==================== pcma_coe_loader
**pcma_coe_loader: M3 wires**

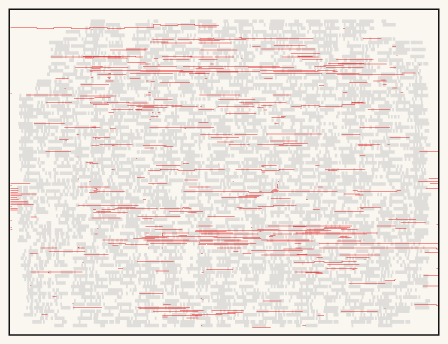

$ cat src/rtl/pcma_coe_loader.sv
// pcma_coe_loader: holds an EQ_LEN-tap coefficient buffer, streams it to the
// equalizer as one load_coe pulse per tap, issues presets and gates adaptation.
//
// Ports:
//   clk, reset                 single clock, synchronous active-high reset
//   cfg_wr, cfg_addr, cfg_data coefficient buffer write port (IDLE only)
//   cmd_load, cmd_preset       sequence commands (preset wins when both)
//   teach_req                  host adaptation enable
//   load_coe, o_init_coe       per-tap load pulse and its coefficient
//   preset_coe                 one-cycle equalizer preset pulse
//   teach_en                   adaptation enable, low while a sequence runs
//   busy, done, cmd_err        sequence status and rejected-request pulse
module pcma_coe_loader #(
    parameter int COE_WIDTH     = 16,
    parameter int INV_COE_WIDTH = 8,
    parameter int EQ_LEN        = 17,
    parameter int GAP           = 2,
    parameter int SETTLE_LEN    = 8
) (
    input  logic                               clk,
    input  logic                               reset,
    input  logic                               cfg_wr,
    input  logic [5:0]                         cfg_addr,
    input  logic [COE_WIDTH+INV_COE_WIDTH-1:0] cfg_data,
    input  logic                               cmd_load,
    input  logic                               cmd_preset,
    input  logic                               teach_req,
    output logic                               load_coe,
    output logic [COE_WIDTH+INV_COE_WIDTH-1:0] o_init_coe,
    output logic                               preset_coe,
    output logic                               teach_en,
    output logic                               busy,
    output logic                               done,
    output logic                               cmd_err
);

    localparam int FW = COE_WIDTH + INV_COE_WIDTH;
    localparam int AW = $clog2(EQ_LEN);

    localparam logic [AW-1:0] K_LAST  = AW'(EQ_LEN - 1);
    localparam logic [5:0]    LEN6    = 6'(EQ_LEN);
    localparam logic [9:0]    S_END   = 10'(SETTLE_LEN);
    localparam logic [9:0]    G_END   = 10'((GAP > 0) ? GAP - 1 : 0);
    localparam logic [FW-1:0] PRE_VAL = FW'((1 << (COE_WIDTH - 3)) - 1);

    typedef enum logic [2:0] {
        S_IDLE,
        S_PRESET,
        S_LOAD,
        S_GAP,
        S_SETTLE
    } state_t;

    state_t          state, state_n;
    logic [AW-1:0]   k, k_n;
    logic [9:0]      cnt, cnt_n;
    logic [FW-1:0]   coe_buf [EQ_LEN];

    logic            idle;
    logic            addr_ok;
    logic            load_n;
    logic [FW-1:0]   coe_n;
    logic            preset_n;
    logic            teach_n;
    logic            busy_n;
    logic            done_n;
    logic            err_n;

    assign idle    = (state == S_IDLE);
    assign addr_ok = (cfg_addr < LEN6);

    // Outputs are registered copies of what the next state implies, so each
    // output cycle lines up exactly with the state occupied in that cycle.
    always_comb begin
        state_n = state;
        k_n     = k;
        cnt_n   = cnt;
        unique case (state)
            S_IDLE: begin
                if (cmd_preset) begin
                    state_n = S_PRESET;
                end else if (cmd_load) begin
                    state_n = S_LOAD;
                    k_n     = '0;
                end
            end
            S_PRESET: begin
                state_n = S_SETTLE;
                cnt_n   = '0;
            end
            S_LOAD: begin
                if (k == K_LAST) begin
                    state_n = S_SETTLE;
                    cnt_n   = '0;
                end else if (GAP == 0) begin
                    k_n = k + 1'b1;
                end else begin
                    state_n = S_GAP;
                    cnt_n   = '0;
                end
            end
            S_GAP: begin
                if (cnt == G_END) begin
                    state_n = S_LOAD;
                    k_n     = k + 1'b1;
                end else begin
                    cnt_n = cnt + 1'b1;
                end
            end
            S_SETTLE: begin
                // SETTLE_LEN quiet cycles, then one more cycle carrying done
                if (cnt == S_END) begin
                    state_n = S_IDLE;
                end else begin
                    cnt_n = cnt + 1'b1;
                end
            end
            default: state_n = S_IDLE;
        endcase
    end

    always_comb begin
        load_n   = (state_n == S_LOAD);
        coe_n    = load_n ? coe_buf[k_n] : '0;
        preset_n = (state_n == S_PRESET);
        busy_n   = (state_n != S_IDLE);
        done_n   = (state_n == S_SETTLE) && (cnt_n == S_END);
        teach_n  = teach_req && (state_n == S_IDLE);
        err_n    = idle ? (cfg_wr && !addr_ok)
                        : (cfg_wr || cmd_load || cmd_preset);
    end

    always_ff @(posedge clk) begin
        if (reset) begin
            state      <= S_IDLE;
            k          <= '0;
            cnt        <= '0;
            load_coe   <= 1'b0;
            o_init_coe <= '0;
            preset_coe <= 1'b0;
            teach_en   <= 1'b0;
            busy       <= 1'b0;
            done       <= 1'b0;
            cmd_err    <= 1'b0;
            for (int i = 0; i < EQ_LEN; i++) begin
                coe_buf[i] <= (i == EQ_LEN / 2) ? PRE_VAL : '0;
            end
        end else begin
            state      <= state_n;
            k          <= k_n;
            cnt        <= cnt_n;
            load_coe   <= load_n;
            o_init_coe <= coe_n;
            preset_coe <= preset_n;
            teach_en   <= teach_n;
            busy       <= busy_n;
            done       <= done_n;
            cmd_err    <= err_n;
            if (idle && cfg_wr && addr_ok) begin
                coe_buf[cfg_addr[AW-1:0]] <= cfg_data;
            end
        end
    end

endmodule

$ cat config.mk
export PLATFORM = sky130hd
export DESIGN_NAME = pcma_coe_loader
export DESIGN_NICKNAME = d
export VERILOG_FILES = /design/src/rtl/pcma_coe_loader.sv
export SDC_FILE = /design/constraint.sdc
export NUM_CORES = 1
export LEC_CHECK = 0
export CAP_MARGIN = 25
export CELL_PAD_IN_SITES_DETAIL_PLACEMENT = 1
export CELL_PAD_IN_SITES_GLOBAL_PLACEMENT = 1
export CORE_ASPECT_RATIO = 0.75
export CORE_MARGIN = 5
export CORE_UTILIZATION = 45
export DETAILED_ROUTE_END_ITERATION = 16
export PLACE_DENSITY_LB_ADDON = 0.05
export SYNTH_ARGS = -nofsm -noshare
export SYNTH_HDL_FRONTEND = slang
export SYNTH_SLANG_ARGS = --single-unit
$ cat constraint.sdc
create_clock -name clk -period 8.61 [get_ports clk]
set_clock_uncertainty 0.15 [all_clocks]
set_input_delay 1.722 -clock clk [delete_from_list [all_inputs] [get_ports clk]]
set_output_delay 1.722 -clock clk [all_outputs]
set_load 0.05 [all_outputs]
==================== fp_add_scheduler
File: src/rtl/fp_add_pkg.sv
// Shared types and sizing helpers for the FP adder scheduler.
// Tag ids are sized for the largest supported requester count (8).
package fp_add_pkg;

    localparam int unsigned FP_W     = 32;
    localparam int unsigned ID_MAX_W = 3;

    typedef struct packed {
        logic                valid;
        logic [ID_MAX_W-1:0] id;
    } tag_t;

    typedef enum logic {
        RUN   = 1'b0,
        DRAIN = 1'b1
    } state_e;

    function automatic int unsigned id_w(input int unsigned n);
        return (n < 2) ? 1 : $clog2(n);
    endfunction

    function automatic int unsigned cnt_w(input int unsigned lat);
        return $clog2(lat + 3);
    endfunction

endpackage

File: src/rtl/rr_arbiter.sv
// Combinational round-robin arbiter: first asserted request at or after ptr wins.
// The pointer register is owned by the parent.
module rr_arbiter
    import fp_add_pkg::*;
#(
    parameter int unsigned N = 4
) (
    input  logic [N-1:0]       req,
    input  logic [id_w(N)-1:0] ptr,
    input  logic               en,
    output logic [N-1:0]       gnt,
    output logic [id_w(N)-1:0] gnt_id
);

    localparam int unsigned IDW = id_w(N);

    int unsigned    idx;
    logic [IDW-1:0] sel;
    logic           found;

    always_comb begin
        gnt    = '0;
        gnt_id = '0;
        found  = 1'b0;
        idx    = 0;
        sel    = '0;
        for (int unsigned off = 0; off < N; off++) begin
            idx = 32'(ptr) + off;
            if (idx >= N) idx = idx - N;
            sel = IDW'(idx);
            if (en && !found && req[sel]) begin
                gnt[sel] = 1'b1;
                gnt_id   = sel;
                found    = 1'b1;
            end
        end
    end

endmodule

File: src/rtl/fp_add_scheduler.sv
// Shares one fixed-latency pipelined FP adder among NUM_REQ requesters,
// tagging each issue with its requester id and routing results back in order.
module fp_add_scheduler
    import fp_add_pkg::*;
#(
    parameter int unsigned NUM_REQ = 4,
    parameter int unsigned LAT     = 5
) (
    input  logic                    clk,
    input  logic                    reset,
    input  logic [NUM_REQ-1:0]      req_valid,
    output logic [NUM_REQ-1:0]      req_ready,
    input  logic [NUM_REQ*FP_W-1:0] req_a,
    input  logic [NUM_REQ*FP_W-1:0] req_b,
    input  logic                    hold,
    output logic                    adder_valid_o,
    output logic [FP_W-1:0]         adder_a_o,
    output logic [FP_W-1:0]         adder_b_o,
    input  logic [FP_W-1:0]         adder_res_i,
    output logic [NUM_REQ-1:0]      rsp_valid,
    output logic [FP_W-1:0]         rsp_data,
    output logic [cnt_w(LAT)-1:0]   inflight,
    output logic                    drained
);

    localparam int unsigned    IDW      = id_w(NUM_REQ);
    localparam int unsigned    CW       = cnt_w(LAT);
    localparam logic [CW-1:0]  INFL_MAX = CW'(LAT + 2);
    localparam logic [IDW-1:0] LAST_ID  = IDW'(NUM_REQ - 1);

    state_e             state_q, state_d;
    logic               grant_en;
    logic               hs;
    logic               rsp_any;
    logic [IDW-1:0]     ptr_q, ptr_d;
    logic [IDW-1:0]     gnt_id;
    logic [IDW-1:0]     issue_id_q;
    tag_t               tags_q [LAT];
    logic [NUM_REQ-1:0] rsp_d;
    logic [CW-1:0]      inflight_d;

    // Reset also masks grants so req_ready is low while reset is held.
    assign grant_en = reset && (state_q == RUN) && !hold;

    rr_arbiter #(.N(NUM_REQ)) u_arb (
        .req    (req_valid),
        .ptr    (ptr_q),
        .en     (grant_en),
        .gnt    (req_ready),
        .gnt_id (gnt_id)
    );

    assign hs      = |req_ready;
    assign rsp_any = |rsp_valid;

    always_comb begin
        state_d = state_q;
        unique case (state_q)
            RUN:   if (hold)  state_d = DRAIN;
            DRAIN: if (!hold) state_d = RUN;
        endcase
    end

    always_comb begin
        ptr_d = ptr_q;
        if (hs) ptr_d = (gnt_id == LAST_ID) ? '0 : gnt_id + 1'b1;
    end

    always_comb begin
        rsp_d = '0;
        for (int unsigned i = 0; i < NUM_REQ; i++) begin
            rsp_d[i] = tags_q[LAT-1].valid && (tags_q[LAT-1].id == ID_MAX_W'(i));
        end
    end

    // An operation stays counted through the cycle its response is presented.
    always_comb begin
        inflight_d = inflight;
        if (hs && !rsp_any && inflight != INFL_MAX)
            inflight_d = inflight + 1'b1;
        else if (!hs && rsp_any && inflight != '0)
            inflight_d = inflight - 1'b1;
    end

    always_ff @(posedge clk or negedge reset) begin
        if (!reset) begin
            state_q       <= RUN;
            ptr_q         <= '0;
            adder_valid_o <= 1'b0;
            adder_a_o     <= '0;
            adder_b_o     <= '0;
            issue_id_q    <= '0;
            for (int unsigned i = 0; i < LAT; i++) tags_q[i] <= '0;
            rsp_valid     <= '0;
            rsp_data      <= '0;
            inflight      <= '0;
            drained       <= 1'b0;
        end else begin
            state_q       <= state_d;
            ptr_q         <= ptr_d;
            adder_valid_o <= hs;
            if (hs) begin
                adder_a_o  <= req_a[FP_W*gnt_id +: FP_W];
                adder_b_o  <= req_b[FP_W*gnt_id +: FP_W];
                issue_id_q <= gnt_id;
            end
            tags_q[0] <= '{valid: adder_valid_o, id: ID_MAX_W'(issue_id_q)};
            for (int unsigned i = 1; i < LAT; i++) tags_q[i] <= tags_q[i-1];
            rsp_valid <= rsp_d;
            if (tags_q[LAT-1].valid) rsp_data <= adder_res_i;
            inflight  <= inflight_d;
            drained   <= (state_d == DRAIN) && (inflight_d == '0);
        end
    end

endmodule

File: config.mk
export PLATFORM = sky130hd
export DESIGN_NAME = fp_add_scheduler
export DESIGN_NICKNAME = d
export VERILOG_FILES = /design/src/rtl/fp_add_pkg.sv /design/src/rtl/rr_arbiter.sv /design/src/rtl/fp_add_scheduler.sv
export SDC_FILE = /design/constraint.sdc
export NUM_CORES = 1
export LEC_CHECK = 0
export ABC_AREA = 1
export CAP_MARGIN = 30
export CORE_AREA = 4 4 155 157
export DETAILED_ROUTE_END_ITERATION = 8
export DIE_AREA = 0 0 159 161
export GPL_TIMING_DRIVEN = 1
export PLACE_DENSITY = 0.68
export SYNTH_ARGS = -nofsm -noshare
export SYNTH_HDL_FRONTEND = slang
export SYNTH_HIERARCHICAL = 1
export SYNTH_SLANG_ARGS = --single-unit
File: constraint.sdc
create_clock -name clk -period 2.54 [get_ports clk]
set_clock_uncertainty 0.2 [all_clocks]
set_input_delay 0.381 -clock clk [delete_from_list [all_inputs] [get_ports clk]]
set_output_delay 0.381 -clock clk [all_outputs]
set_load 0.03 [all_outputs]
==================== mem_port_arbiter
<file path="src/rtl/mem_port_arbiter_pkg.sv">
`default_nettype none
// ============================================================================
// mem_port_arbiter_pkg : shared types and constants for the IF/MEM arbiter
// Revision 1.0
// ============================================================================
package mem_port_arbiter_pkg;

    typedef enum logic {
        ST_IDLE = 1'b0,
        ST_BUSY = 1'b1
    } state_e;

    typedef enum logic {
        OWN_IF   = 1'b0,
        OWN_DATA = 1'b1
    } owner_e;

    localparam logic [1:0]  DIGIT_BYTE = 2'b00;
    localparam logic [1:0]  DIGIT_HALF = 2'b01;
    localparam logic [1:0]  DIGIT_WORD = 2'b10;
    localparam logic [31:0] ABORT_DATA = 32'hDEAD_BEEF;

endpackage
`default_nettype wire

</file>
<file path="src/rtl/mem_port_arbiter_ack_timer.sv">
`default_nettype none
// ============================================================================
// mem_port_arbiter_ack_timer : 16-bit busy-cycle counter with expiry flag
// Revision 1.0
// ============================================================================
module mem_port_arbiter_ack_timer #(
    parameter int TIMEOUT = 255
) (
    input  logic clk,
    input  logic rst_n,
    input  logic clear_i,
    input  logic enable_i,
    output logic expired_o
);

    localparam logic [15:0] c_limit = 16'(TIMEOUT);

    logic [15:0] count_q;

    // Clear together with enable starts the count at 1 so the first
    // mem_req cycle is already counted.
    always_ff @(posedge clk or negedge rst_n) begin
        if (!rst_n) begin
            count_q <= 16'd0;
        end else if (clear_i) begin
            count_q <= enable_i ? 16'd1 : 16'd0;
        end else if (enable_i && (count_q != 16'hFFFF)) begin
            count_q <= count_q + 16'd1;
        end
    end

    assign expired_o = (count_q == c_limit);

endmodule
`default_nettype wire

</file>
<file path="src/rtl/mem_port_arbiter.sv">
`default_nettype none
// ============================================================================
// mem_port_arbiter : alternating IF/data arbiter for one shared memory port
// Revision 1.0
// ============================================================================
module mem_port_arbiter
    import mem_port_arbiter_pkg::*;
#(
    parameter int TIMEOUT = 255
) (
    input  logic        clk,
    input  logic        rst_n,
    input  logic        if_req_i,
    input  logic [31:0] if_addr_i,
    output logic [31:0] if_rdata_o,
    output logic        if_done_o,
    input  logic        d_req_i,
    input  logic        d_we_i,
    input  logic [1:0]  d_digit_i,
    input  logic [31:0] d_addr_i,
    input  logic [31:0] d_wdata_i,
    output logic [31:0] d_rdata_o,
    output logic        d_done_o,
    output logic        mem_req_o,
    output logic        mem_we_o,
    output logic [1:0]  mem_digit_o,
    output logic [31:0] mem_addr_o,
    output logic [31:0] mem_wdata_o,
    input  logic [31:0] mem_rdata_i,
    input  logic        mem_ack_i,
    output logic        stall_if_o,
    output logic        stall_d_o,
    output logic        err_o
);

    state_e      state_q;
    owner_e      owner_q;
    owner_e      last_grant_q;
    logic        mem_req_q;
    logic        mem_we_q;
    logic [1:0]  mem_digit_q;
    logic [31:0] mem_addr_q;
    logic [31:0] mem_wdata_q;
    logic [31:0] if_rdata_q;
    logic [31:0] d_rdata_q;
    logic        if_done_q;
    logic        d_done_q;
    logic        err_q;

    logic        if_elig;
    logic        d_elig;
    logic        grant_data;
    logic        grant_if;
    logic        finish;
    logic        expired;
    logic [31:0] result_data;

    // A port in its done cycle is not eligible, so a held req is not re-served.
    assign if_elig    = if_req_i & ~if_done_q;
    assign d_elig     = d_req_i & ~d_done_q;
    assign grant_data = (state_q == ST_IDLE) & d_elig &
                        (~if_elig | (last_grant_q != OWN_DATA));
    assign grant_if   = (state_q == ST_IDLE) & if_elig & ~grant_data;
    assign finish     = (state_q == ST_BUSY) & (mem_ack_i | expired);
    assign result_data = mem_ack_i ? mem_rdata_i : ABORT_DATA;

    mem_port_arbiter_ack_timer #(
        .TIMEOUT (TIMEOUT)
    ) u_ack_timer (
        .clk       (clk),
        .rst_n     (rst_n),
        .clear_i   (grant_data | grant_if | finish),
        .enable_i  (grant_data | grant_if | ((state_q == ST_BUSY) & ~finish)),
        .expired_o (expired)
    );

    always_ff @(posedge clk or negedge rst_n) begin
        if (!rst_n) begin
            state_q      <= ST_IDLE;
            owner_q      <= OWN_IF;
            last_grant_q <= OWN_IF;
            mem_req_q    <= 1'b0;
            mem_we_q     <= 1'b0;
            mem_digit_q  <= 2'b00;
            mem_addr_q   <= 32'd0;
            mem_wdata_q  <= 32'd0;
            if_rdata_q   <= 32'd0;
            d_rdata_q    <= 32'd0;
            if_done_q    <= 1'b0;
            d_done_q     <= 1'b0;
            err_q        <= 1'b0;
        end else begin
            if_done_q <= 1'b0;
            d_done_q  <= 1'b0;
            case (state_q)
                ST_IDLE: begin
                    if (grant_data) begin
                        mem_req_q    <= 1'b1;
                        mem_we_q     <= d_we_i;
                        mem_digit_q  <= d_digit_i;
                        mem_addr_q   <= d_addr_i;
                        mem_wdata_q  <= d_wdata_i;
                        owner_q      <= OWN_DATA;
                        last_grant_q <= OWN_DATA;
                        state_q      <= ST_BUSY;
                    end else if (grant_if) begin
                        mem_req_q    <= 1'b1;
                        mem_we_q     <= 1'b0;
                        mem_digit_q  <= DIGIT_WORD;
                        mem_addr_q   <= if_addr_i;
                        mem_wdata_q  <= 32'd0;
                        owner_q      <= OWN_IF;
                        last_grant_q <= OWN_IF;
                        state_q      <= ST_BUSY;
                    end
                end
                ST_BUSY: begin
                    if (finish) begin
                        mem_req_q <= 1'b0;
                        state_q   <= ST_IDLE;
                        if (!mem_ack_i) begin
                            err_q <= 1'b1;
                        end
                        if (owner_q == OWN_IF) begin
                            if_done_q  <= 1'b1;
                            if_rdata_q <= result_data;
                        end else begin
                            d_done_q <= 1'b1;
                            if (!mem_we_q) begin
                                d_rdata_q <= result_data;
                            end
                        end
                    end
                end
                default: state_q <= ST_IDLE;
            endcase
        end
    end

    assign if_rdata_o  = if_rdata_q;
    assign if_done_o   = if_done_q;
    assign d_rdata_o   = d_rdata_q;
    assign d_done_o    = d_done_q;
    assign mem_req_o   = mem_req_q;
    assign mem_we_o    = mem_we_q;
    assign mem_digit_o = mem_digit_q;
    assign mem_addr_o  = mem_addr_q;
    assign mem_wdata_o = mem_wdata_q;
    assign stall_if_o  = if_req_i & ~if_done_q;
    assign stall_d_o   = d_req_i & ~d_done_q;
    assign err_o       = err_q;

endmodule
`default_nettype wire

</file>
<file path="config.mk">
export PLATFORM = sky130hd
export DESIGN_NAME = mem_port_arbiter
export DESIGN_NICKNAME = d
export VERILOG_FILES = /design/src/rtl/mem_port_arbiter_pkg.sv /design/src/rtl/mem_port_arbiter_ack_timer.sv /design/src/rtl/mem_port_arbiter.sv
export SDC_FILE = /design/constraint.sdc
export NUM_CORES = 1
export LEC_CHECK = 0
export CORE_MARGIN = 2
export CORE_UTILIZATION = 39
export CTS_CLUSTER_SIZE = 40
export DETAILED_ROUTE_END_ITERATION = 8
export PLACE_DENSITY = 0.74
export SKIP_LAST_GASP = 1
export SYNTH_ARGS = -nofsm -noshare
export SYNTH_HDL_FRONTEND = slang
export SYNTH_SLANG_ARGS = --single-unit
export TNS_END_PERCENT = 5
</file>
<file path="constraint.sdc">
create_clock -name clk -period 1.85 [get_ports clk]
set_input_delay 0.2775 -clock clk [delete_from_list [all_inputs] [get_ports clk]]
set_output_delay 0.2775 -clock clk [all_outputs]
set_load 0.01 [all_outputs]
</file>
==================== slave_port
### src/rtl/slave_port.sv
// rtl/slave_port.sv - serial-bus slave port bridging bit-serial master transfers to word memory strobes
//
// Purpose: receives a serial address, burst length and (for writes) data words
// LSB first, then issues one-cycle memory write/read strobes per word. Read
// words are returned to the master serially, LSB first, qualified by s_valid.
//
// Ports:
//   clk, rst_n                  clock, asynchronous active-low reset
//   sel, read_en, write_en      slave select and transaction mode
//   m_valid                     master serial bit valid
//   addr_bus, burst_size_bus,
//   w_data_bus                  serial address / burst length / write data
//   s_ready                     slave idle
//   s_valid, r_data_bus         serial read data and its valid
//   mem_addr, mem_wdata         memory address and write word
//   mem_we, mem_re              one-cycle memory strobes
//   mem_rdata, mem_rvalid       memory read word and its valid
module slave_port #(
    parameter int WORD_SIZE       = 8,
    parameter int SLAVE_ADDR_SIZE = 12,
    parameter int BURST_SIZE      = 12
) (
    input  logic                       clk,
    input  logic                       rst_n,
    input  logic                       sel,
    input  logic                       read_en,
    input  logic                       write_en,
    input  logic                       m_valid,
    input  logic                       addr_bus,
    input  logic                       burst_size_bus,
    input  logic                       w_data_bus,
    output logic                       s_ready,
    output logic                       s_valid,
    output logic                       r_data_bus,
    output logic [SLAVE_ADDR_SIZE-1:0] mem_addr,
    output logic [WORD_SIZE-1:0]       mem_wdata,
    output logic                       mem_we,
    output logic                       mem_re,
    input  logic [WORD_SIZE-1:0]       mem_rdata,
    input  logic                       mem_rvalid
);

    localparam int MAX_AB = (SLAVE_ADDR_SIZE > BURST_SIZE) ? SLAVE_ADDR_SIZE : BURST_SIZE;
    localparam int MAX_W  = (MAX_AB > WORD_SIZE) ? MAX_AB : WORD_SIZE;
    localparam int CNT_W  = $clog2(MAX_W + 1);

    typedef enum logic [2:0] {
        IDLE, ADDR, BURST, WDATA, WRITE, RREQ, RWAIT, RDATA
    } state_t;

    state_t                     state_q, state_d;
    logic                       is_read_q, is_read_d;
    logic [CNT_W-1:0]           bit_cnt_q, bit_cnt_d;
    logic [SLAVE_ADDR_SIZE-1:0] addr_q, addr_d;
    // Holds the serially received burst length, then the remaining word count.
    logic [BURST_SIZE-1:0]      burst_q, burst_d;
    logic [WORD_SIZE-1:0]       wsh_q, wsh_d;
    logic [WORD_SIZE-1:0]       rsh_q, rsh_d;

    logic                       s_ready_d, s_valid_d, r_data_d, mem_we_d, mem_re_d;
    logic [SLAVE_ADDR_SIZE-1:0] mem_addr_d;
    logic [WORD_SIZE-1:0]       mem_wdata_d;

    logic                       last_addr, last_burst, last_word, last_txn;
    logic [BURST_SIZE-1:0]      burst_in;

    assign last_addr  = (bit_cnt_q == CNT_W'(SLAVE_ADDR_SIZE - 1));
    assign last_burst = (bit_cnt_q == CNT_W'(BURST_SIZE - 1));
    assign last_word  = (bit_cnt_q == CNT_W'(WORD_SIZE - 1));
    assign last_txn   = (burst_q == BURST_SIZE'(1));
    assign burst_in   = {burst_size_bus, burst_q[BURST_SIZE-1:1]};

    always_ff @(posedge clk or negedge rst_n) begin
        if (!rst_n) state_q <= IDLE;
        else        state_q <= state_d;
    end

    always_comb begin
        state_d = state_q;
        case (state_q)
            IDLE:  if (sel && (read_en ^ write_en)) state_d = ADDR;
            ADDR:  if (!sel) state_d = IDLE;
                   else if (m_valid && last_addr) state_d = BURST;
            BURST: if (!sel) state_d = IDLE;
                   else if (m_valid && last_burst) state_d = is_read_q ? RREQ : WDATA;
            WDATA: if (!sel) state_d = IDLE;
                   else if (m_valid && last_word) state_d = WRITE;
            // The write strobe is already out; sel only decides whether to continue.
            WRITE: state_d = (!sel || last_txn) ? IDLE : WDATA;
            RREQ:  state_d = sel ? RWAIT : IDLE;
            RWAIT: if (!sel) state_d = IDLE;
                   else if (mem_rvalid) state_d = RDATA;
            RDATA: if (!sel) state_d = IDLE;
                   else if (last_word) state_d = last_txn ? IDLE : RREQ;
            default: state_d = IDLE;
        endcase
    end

    // Datapath and registered-output next values, all derived from state_d so
    // every output is a flop that already reflects the state being entered.
    always_comb begin
        is_read_d   = is_read_q;
        bit_cnt_d   = bit_cnt_q;
        addr_d      = addr_q;
        burst_d     = burst_q;
        wsh_d       = wsh_q;
        rsh_d       = rsh_q;
        mem_wdata_d = mem_wdata_q_hold();
        r_data_d    = 1'b0;
        case (state_q)
            IDLE: begin
                bit_cnt_d = '0;
                if (state_d == ADDR) is_read_d = read_en;
            end
            ADDR: if (sel && m_valid) begin
                addr_d    = {addr_bus, addr_q[SLAVE_ADDR_SIZE-1:1]};
                bit_cnt_d = last_addr ? '0 : bit_cnt_q + CNT_W'(1);
            end
            BURST: if (sel && m_valid) begin
                burst_d   = (last_burst && burst_in == '0) ? BURST_SIZE'(1) : burst_in;
                bit_cnt_d = last_burst ? '0 : bit_cnt_q + CNT_W'(1);
            end
            WDATA: if (sel && m_valid) begin
                wsh_d     = {w_data_bus, wsh_q[WORD_SIZE-1:1]};
                bit_cnt_d = last_word ? '0 : bit_cnt_q + CNT_W'(1);
                if (last_word) mem_wdata_d = wsh_d;
            end
            WRITE: begin
                addr_d  = addr_q + SLAVE_ADDR_SIZE'(1);
                burst_d = burst_q - BURST_SIZE'(1);
            end
            RWAIT: if (sel && mem_rvalid) begin
                r_data_d  = mem_rdata[0];
                rsh_d     = mem_rdata >> 1;
                bit_cnt_d = '0;
            end
            RDATA: if (sel) begin
                if (last_word) begin
                    bit_cnt_d = '0;
                    addr_d    = addr_q + SLAVE_ADDR_SIZE'(1);
                    burst_d   = burst_q - BURST_SIZE'(1);
                end else begin
                    r_data_d  = rsh_q[0];
                    rsh_d     = rsh_q >> 1;
                    bit_cnt_d = bit_cnt_q + CNT_W'(1);
                end
            end
            default: ;
        endcase

        s_ready_d  = (state_d == IDLE);
        s_valid_d  = (state_d == RDATA);
        mem_we_d   = (state_d == WRITE);
        mem_re_d   = (state_d == RREQ);
        mem_addr_d = (state_d == WRITE || state_d == RREQ) ? addr_d : mem_addr;
    end

    function automatic logic [WORD_SIZE-1:0] mem_wdata_q_hold();
        return mem_wdata;
    endfunction

    always_ff @(posedge clk or negedge rst_n) begin
        if (!rst_n) begin
            is_read_q  <= 1'b0;
            bit_cnt_q  <= '0;
            addr_q     <= '0;
            burst_q    <= '0;
            wsh_q      <= '0;
            rsh_q      <= '0;
            s_ready    <= 1'b1;
            s_valid    <= 1'b0;
            r_data_bus <= 1'b0;
            mem_we     <= 1'b0;
            mem_re     <= 1'b0;
            mem_addr   <= '0;
            mem_wdata  <= '0;
        end else begin
            is_read_q  <= is_read_d;
            bit_cnt_q  <= bit_cnt_d;
            addr_q     <= addr_d;
            burst_q    <= burst_d;
            wsh_q      <= wsh_d;
            rsh_q      <= rsh_d;
            s_ready    <= s_ready_d;
            s_valid    <= s_valid_d;
            r_data_bus <= r_data_d;
            mem_we     <= mem_we_d;
            mem_re     <= mem_re_d;
            mem_addr   <= mem_addr_d;
            mem_wdata  <= mem_wdata_d;
        end
    end

endmodule

### config.mk
export PLATFORM = sky130hd
export DESIGN_NAME = slave_port
export DESIGN_NICKNAME = d
export VERILOG_FILES = /design/src/rtl/slave_port.sv
export SDC_FILE = /design/constraint.sdc
export NUM_CORES = 1
export LEC_CHECK = 0
export CAP_MARGIN = 20
export CORE_MARGIN = 5
export CORE_UTILIZATION = 25
export CTS_CLUSTER_DIAMETER = 100
export CTS_CLUSTER_SIZE = 10
export DETAILED_ROUTE_END_ITERATION = 16
export GPL_TIMING_DRIVEN = 1
export PLACE_DENSITY = 0.48
export SLEW_MARGIN = 20
export SYNTH_ARGS = -nofsm -noshare
export SYNTH_HDL_FRONTEND = slang
export SYNTH_SLANG_ARGS = --single-unit
### constraint.sdc
create_clock -name clk -period 5.8 [get_ports clk]
set_clock_uncertainty 0.15 [all_clocks]
set_input_delay 0.58 -clock clk [delete_from_list [all_inputs] [get_ports clk]]
set_output_delay 0.58 -clock clk [all_outputs]
set_load 0.03 [all_outputs]
**mem_port_arbiter: congestion heat map**

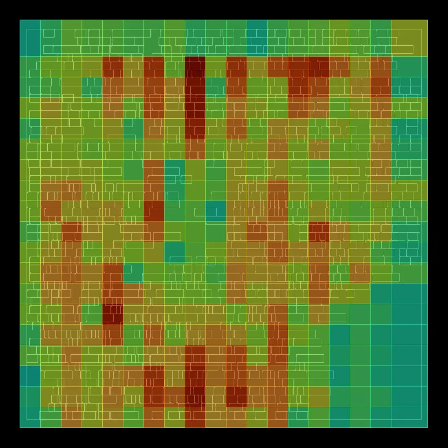
WL/cell: 18.3 µm
met3 track utilization from global routing: 0.0593
met1 global-route usage: 0.302
GRT Max-Usage Layer: met2

==> qor.rpt, mem_port_arbiter <==
================================================================================
Run status ........................................................ finished, final reports clean
Post-CTS Setup Repair Bufs ........................................            1
Remaining routing DRC violations ..................................            0
Final design utilization ..........................................        0.625
Hold-fix buffer count after cts ...................................            1
Kind of path behind the tightest hold check ....................... primary input to asynchronous set/reset pin
Width of the die ..................................................       136 µm
Total number of vias ..............................................         6146
Crit path max-delay cell type ..................................... sky130_fd_sc_hd__dfrtp_1
Final tally of setup violations ...................................            0
Cell area after placement .........................................    10200 µm²
Largest power group ............................................... combinational cells
Largest cells by area after synthesis ............................. sky130_fd_sc_hd__dfrtp_1, sky130_fd_sc_hd__a22o_1, sky130_fd_sc_hd__mux2_2, sky130_fd_sc_hd__a21oi_1, sky130_fd_sc_hd__o22ai_1
Layout clock buffers ..............................................           18
Count of antenna diodes in the layout .............................            0
Power in sequential cells .........................................      5.71 mW
Clock group power .................................................      3.37 mW
Number of antenna violations at the first check in global routing .            1
Pin count of the biggest net entering global routing ..............           44
Post-Place Cells ..................................................         1122
Total routing resource utilization after global routing ...........        0.231
CTS clk-pin slew, worst paths .....................................        70 ps
Remaining antenna violation count .................................            0
================================================================================
mem_port_arbiter: metal layers:
| metal | global-route usage | vias to the layer above | routed length (µm) |
|---|---|---|---|
| li1 | - | 2910 | - |
| met1 | 0.302 | 2994 | 8810 |
| met2 | 0.373 | 207 | 10500 |
| met3 | 0.0593 | 33 | 1370 |
| met4 | 0.0822 | 2 | 462 |
| met5 | 0 | - | 8 |
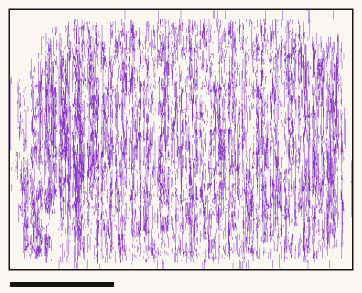
**Above:** pcma_coe_loader (signal wires on met2).
Bar = 100 µm.
- wire length on this layer: 43.9 mm
- share of all routed wire: 45%
- nets with wire on the layer: 2685
- main direction: vertical
- longest straight run: 95.8 µm
total detailed-routing wirelength: 98.5 mm
fraction of met2 tracks used by global routing: 0.366
total number of vias: 22800

Notes on 'M3 wires' of pcma_coe_loader above:
- nets with wire on the layer: 160
- wire length on this layer: 6520 µm
- longest straight run: 104 µm

==> qor.rpt, pcma_coe_loader <==
================================================================================
Run status ........................................................ finished, final reports clean
Worst slack after detailed placement ..............................      2550 ps
Met1 global-route usage ...........................................        0.357
Cell type group with the largest total delay on the critical path . simple AND/OR/NAND/NOR gates
Cell area after placement .........................................    37500 µm²
Slowest stage delay, CP ...........................................       810 ps
Number of distinct library cells after synthesis ..................           69
WL/cell ...........................................................      23.9 µm
First-pass GRT wire length ........................................       148 mm
Worst Reg-to-Reg Cells ............................................            8
Highest Signal Layer ..............................................         met5
Flip-flops with a built-in enable .................................          768
M1 WL .............................................................      45.8 mm
Worst-path cell chain ............................................. clkdlybuf4s50_1 -> or4b_1 -> a21o_1 -> nand2_1 -> and2_4 -> nand4b_4 -> a221oi_1 -> nor4_1 -> nand3_1
Area inside the core boundary .....................................    75400 µm²
Post-CTS Setup Repair Bufs ........................................            0
Count of state elements after synthesis ...........................          816
Top library cells by usage in the layout, fill and taps aside ..... sky130_fd_sc_hd__edfxtp_1, sky130_fd_sc_hd__nand2_1, sky130_fd_sc_hd__and2_1, sky130_fd_sc_hd__conb_1, sky130_fd_sc_hd__a21oi_1
Worst reg2reg setup slack .........................................      4020 ps
CTS clk-pin slew, worst paths .....................................        70 ps
Sequential share of cell area .....................................        0.594
Buffers from clock root to sink, at most ..........................            3
Worst EP required .................................................      9030 ps
Number of cells on the critical path ..............................            9
Kind of path behind the tightest hold check ....................... flop to flop
Setup CP Type ..................................................... primary input to flop
Buffers, non-clock ................................................          122
Fin cells .........................................................         4127
Total Neg Setup Slack .............................................         0 ps
Seq Cell Count ....................................................          816
Initial cell density of the core ..................................        0.456
Proportion of netlist area held by the largest area contributor ...        0.671
Buffer share of cell area .........................................       0.0385
Worst-path fanout max .............................................           61
Synth area leader ................................................. sky130_fd_sc_hd__edfxtp_1
Crit path max-delay cell type ..................................... sky130_fd_sc_hd__and2_4
Peak clock frequency supported by timing ..........................      188 MHz
Overflow after GRT ................................................            0
Worst hold endpoint ...............................................       cnt[0]
================================================================================
## pcma_coe_loader: power by group
group          internal [mW]  total, mW  switching (mW)
Sequential              4.57       4.64          0.0722
Combinational          0.109      0.394           0.285
Clock                   2.04       3.55            1.51
## pcma_coe_loader: cells by family after synthesis
family	count (synthesis)	share of synthesized area
AOI/OAI and AO/OA	438	0.0867
xor gates and xnor gates	2	0.000510
adders and majority gates	5	0.00182
buffers and inverters	209	0.0254
DFF	816	0.699
muxes	48	0.0140
other	1	0.000109
and+or+nand+nor	1155	0.173
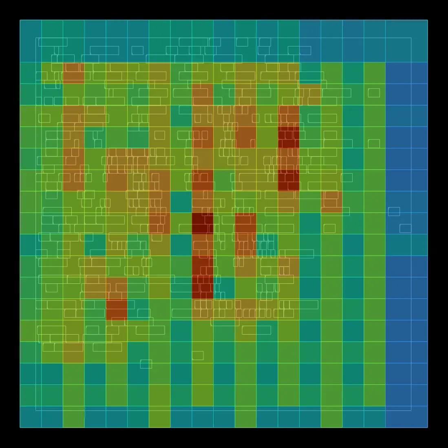
**Above:** slave_port (congestion heat map).
GRT Max-Usage Layer: met2
met1 global-route usage: 0.147
final design utilization: 0.315
total routing resource utilization after global routing: 0.104
WL/cell: 14.1 µm

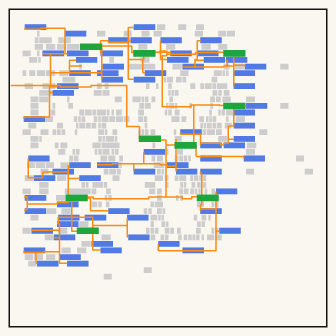
**Above:** slave_port (clock distribution).
- green: clock drivers (count 9)
- orange: clock wires (length 1010 µm)
- blue: flip-flops (count 71)
- routed clock nets: 10

==> qor.rpt, slave_port <==
=========================================================
Area inside the core boundary ..............    14400 µm²
Routability congestion estimate ............        0.807
R2r startpoint .............................   state_q[2]
Chip Area ..................................    17100 µm²
Fillcell total .............................         1474
Clock sink count ...........................           71
Largest cells by area after synthesis ...... sky130_fd_sc_hd__dfrtp_1, sky130_fd_sc_hd__mux2_1, sky130_fd_sc_hd__mux2_2, sky130_fd_sc_hd__o21ai_0, sky130_fd_sc_hd__nand2_1
Yosys xor share ............................      0.00480
Io pins ....................................           43
Met3 track utilization from global routing .       0.0390
Buffers from clock root to sink, at most ...            2
Number of well taps ........................          184
Crit path max-delay cell type .............. sky130_fd_sc_hd__nor2_1
Internal ...................................     0.972 mW
Run status ................................. finished, final reports clean
Power per cell area ........................   287 nW/µm²
Power of the combinational group ...........     0.136 mW
Mux cell area share after synthesis ........        0.129
Yosys Chip Area ............................     3650 µm²
Critical path startpoint ...................          sel
=========================================================
-- slave_port: cells in the final DEF, fill, tap and decap left out, drive strengths merged, types with 6 or more instances in the layout --
cell type / instances
nor2: 26
dfrtp: 70
nand2: 34
o22ai: 6
clkbuf: 10
inv: 9
a221o: 6
o21ai: 34
nor4: 8
nand3: 12
a21oi: 17
nor3: 11
clkdlybuf4s50: 41
mux2: 38
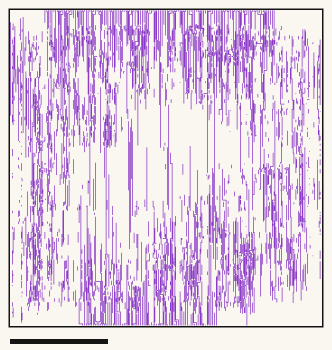
**Above:** fp_add_scheduler (signal wires on met2).
Bar = 50 µm.
- share of all routed wire: 49%
- nets with wire on the layer: 1353
- wire length on this layer: 15700 µm

==> qor.rpt, fp_add_scheduler <==
==============================================================================
Yosys Chip Area .................................................     6910 µm²
Final design instance area without fill .........................    13400 µm²
Width of the die ................................................       159 µm
Leakage power figure ............................................      5.91 nW
Worst slack after detailed placement ............................      -322 ps
Clock sink count ................................................          125
Total number of vias ............................................         8338
Total routing resource utilization after global routing .........        0.220
Run status ...................................................... complete, but fails checks
Final tally of setup violations .................................           65
Synth Net Count .................................................         1250
Largest cells by area after synthesis ........................... sky130_fd_sc_hd__dfrtp_1, sky130_fd_sc_hd__nor2_1, sky130_fd_sc_hd__nand2_1, sky130_fd_sc_hd__o21ai_0, sky130_fd_sc_hd__a31oi_1
Largest power group ............................................. combinational cells
Worst Reg-to-Reg Cells ..........................................           18
Failing checks .................................................. setup timing
Proportion of netlist area held by the largest area contributor .        0.453
Final Worst Setup Slack .........................................      -148 ps
Overflow after GRT ..............................................            0
==============================================================================
[fp_add_scheduler: flip-flops by register name, indices dropped and copies added, names as in the netlist]
register,flops
adder_a_o,32
adder_b_o,32
adder_valid_o,1
drained,1
inflight,3
issue_id_q,2
ptr_q,2
rsp_data,32
rsp_valid,4
state_q,1
tags_q,15
[fp_add_scheduler: layer usage]
| layer | global-route usage | up-vias | wire length (µm) |
|---|---|---|---|
| li1 | - | 4010 | - |
| met1 | 0.263 | 3863 | 12600 |
| met2 | 0.377 | 402 | 15700 |
| met3 | 0.0658 | 61 | 2510 |
| met4 | 0.0781 | 2 | 914 |
| met5 | 0 | - | 13 |


==> gallery <==
Met4 routing.
(a)
Bar = 100 µm. Supply wires on this layer in grey.
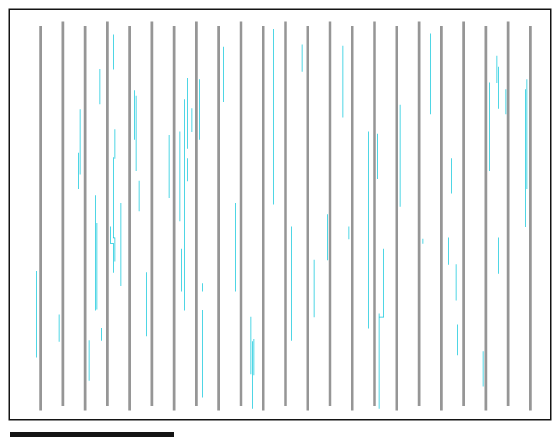
(b)
Bar = 50 µm. Supply wires on this layer in grey.
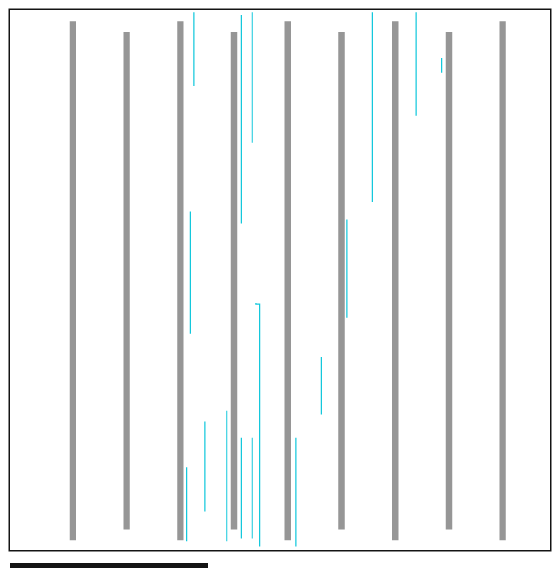
(c)
Bar = 50 µm. Supply wires on this layer in grey.
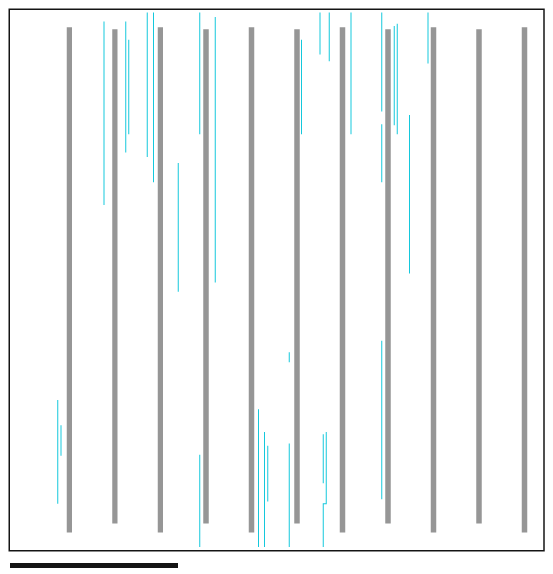
(b) comes from mem_port_arbiter.
(a) comes from pcma_coe_loader.
(c) comes from fp_add_scheduler.
Of these, smallest die: (b)


==> layout pictures side by side <==
M3 wires.
Plate I
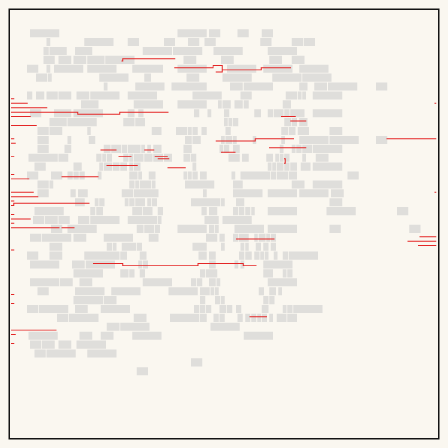
Plate II
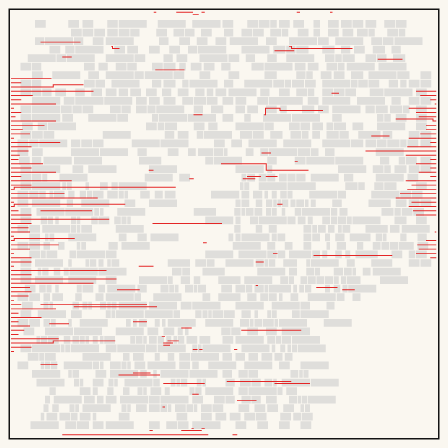
Plate III
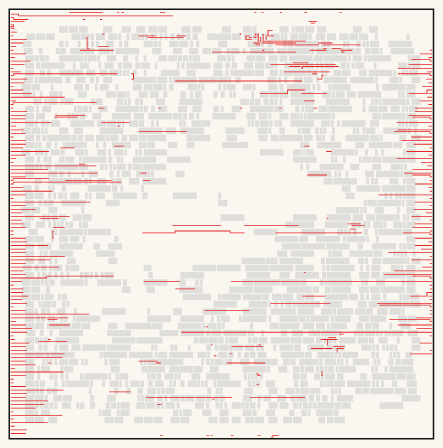
fp_add_scheduler: Plate III
mem_port_arbiter: Plate II
slave_port: Plate I

Key to Plate II:
- longest straight run: 51.3 µm
- nets with wire on the layer: 142
- share of all routed wire: 6.5%

Power is estimated from default activity; no workload was simulated.
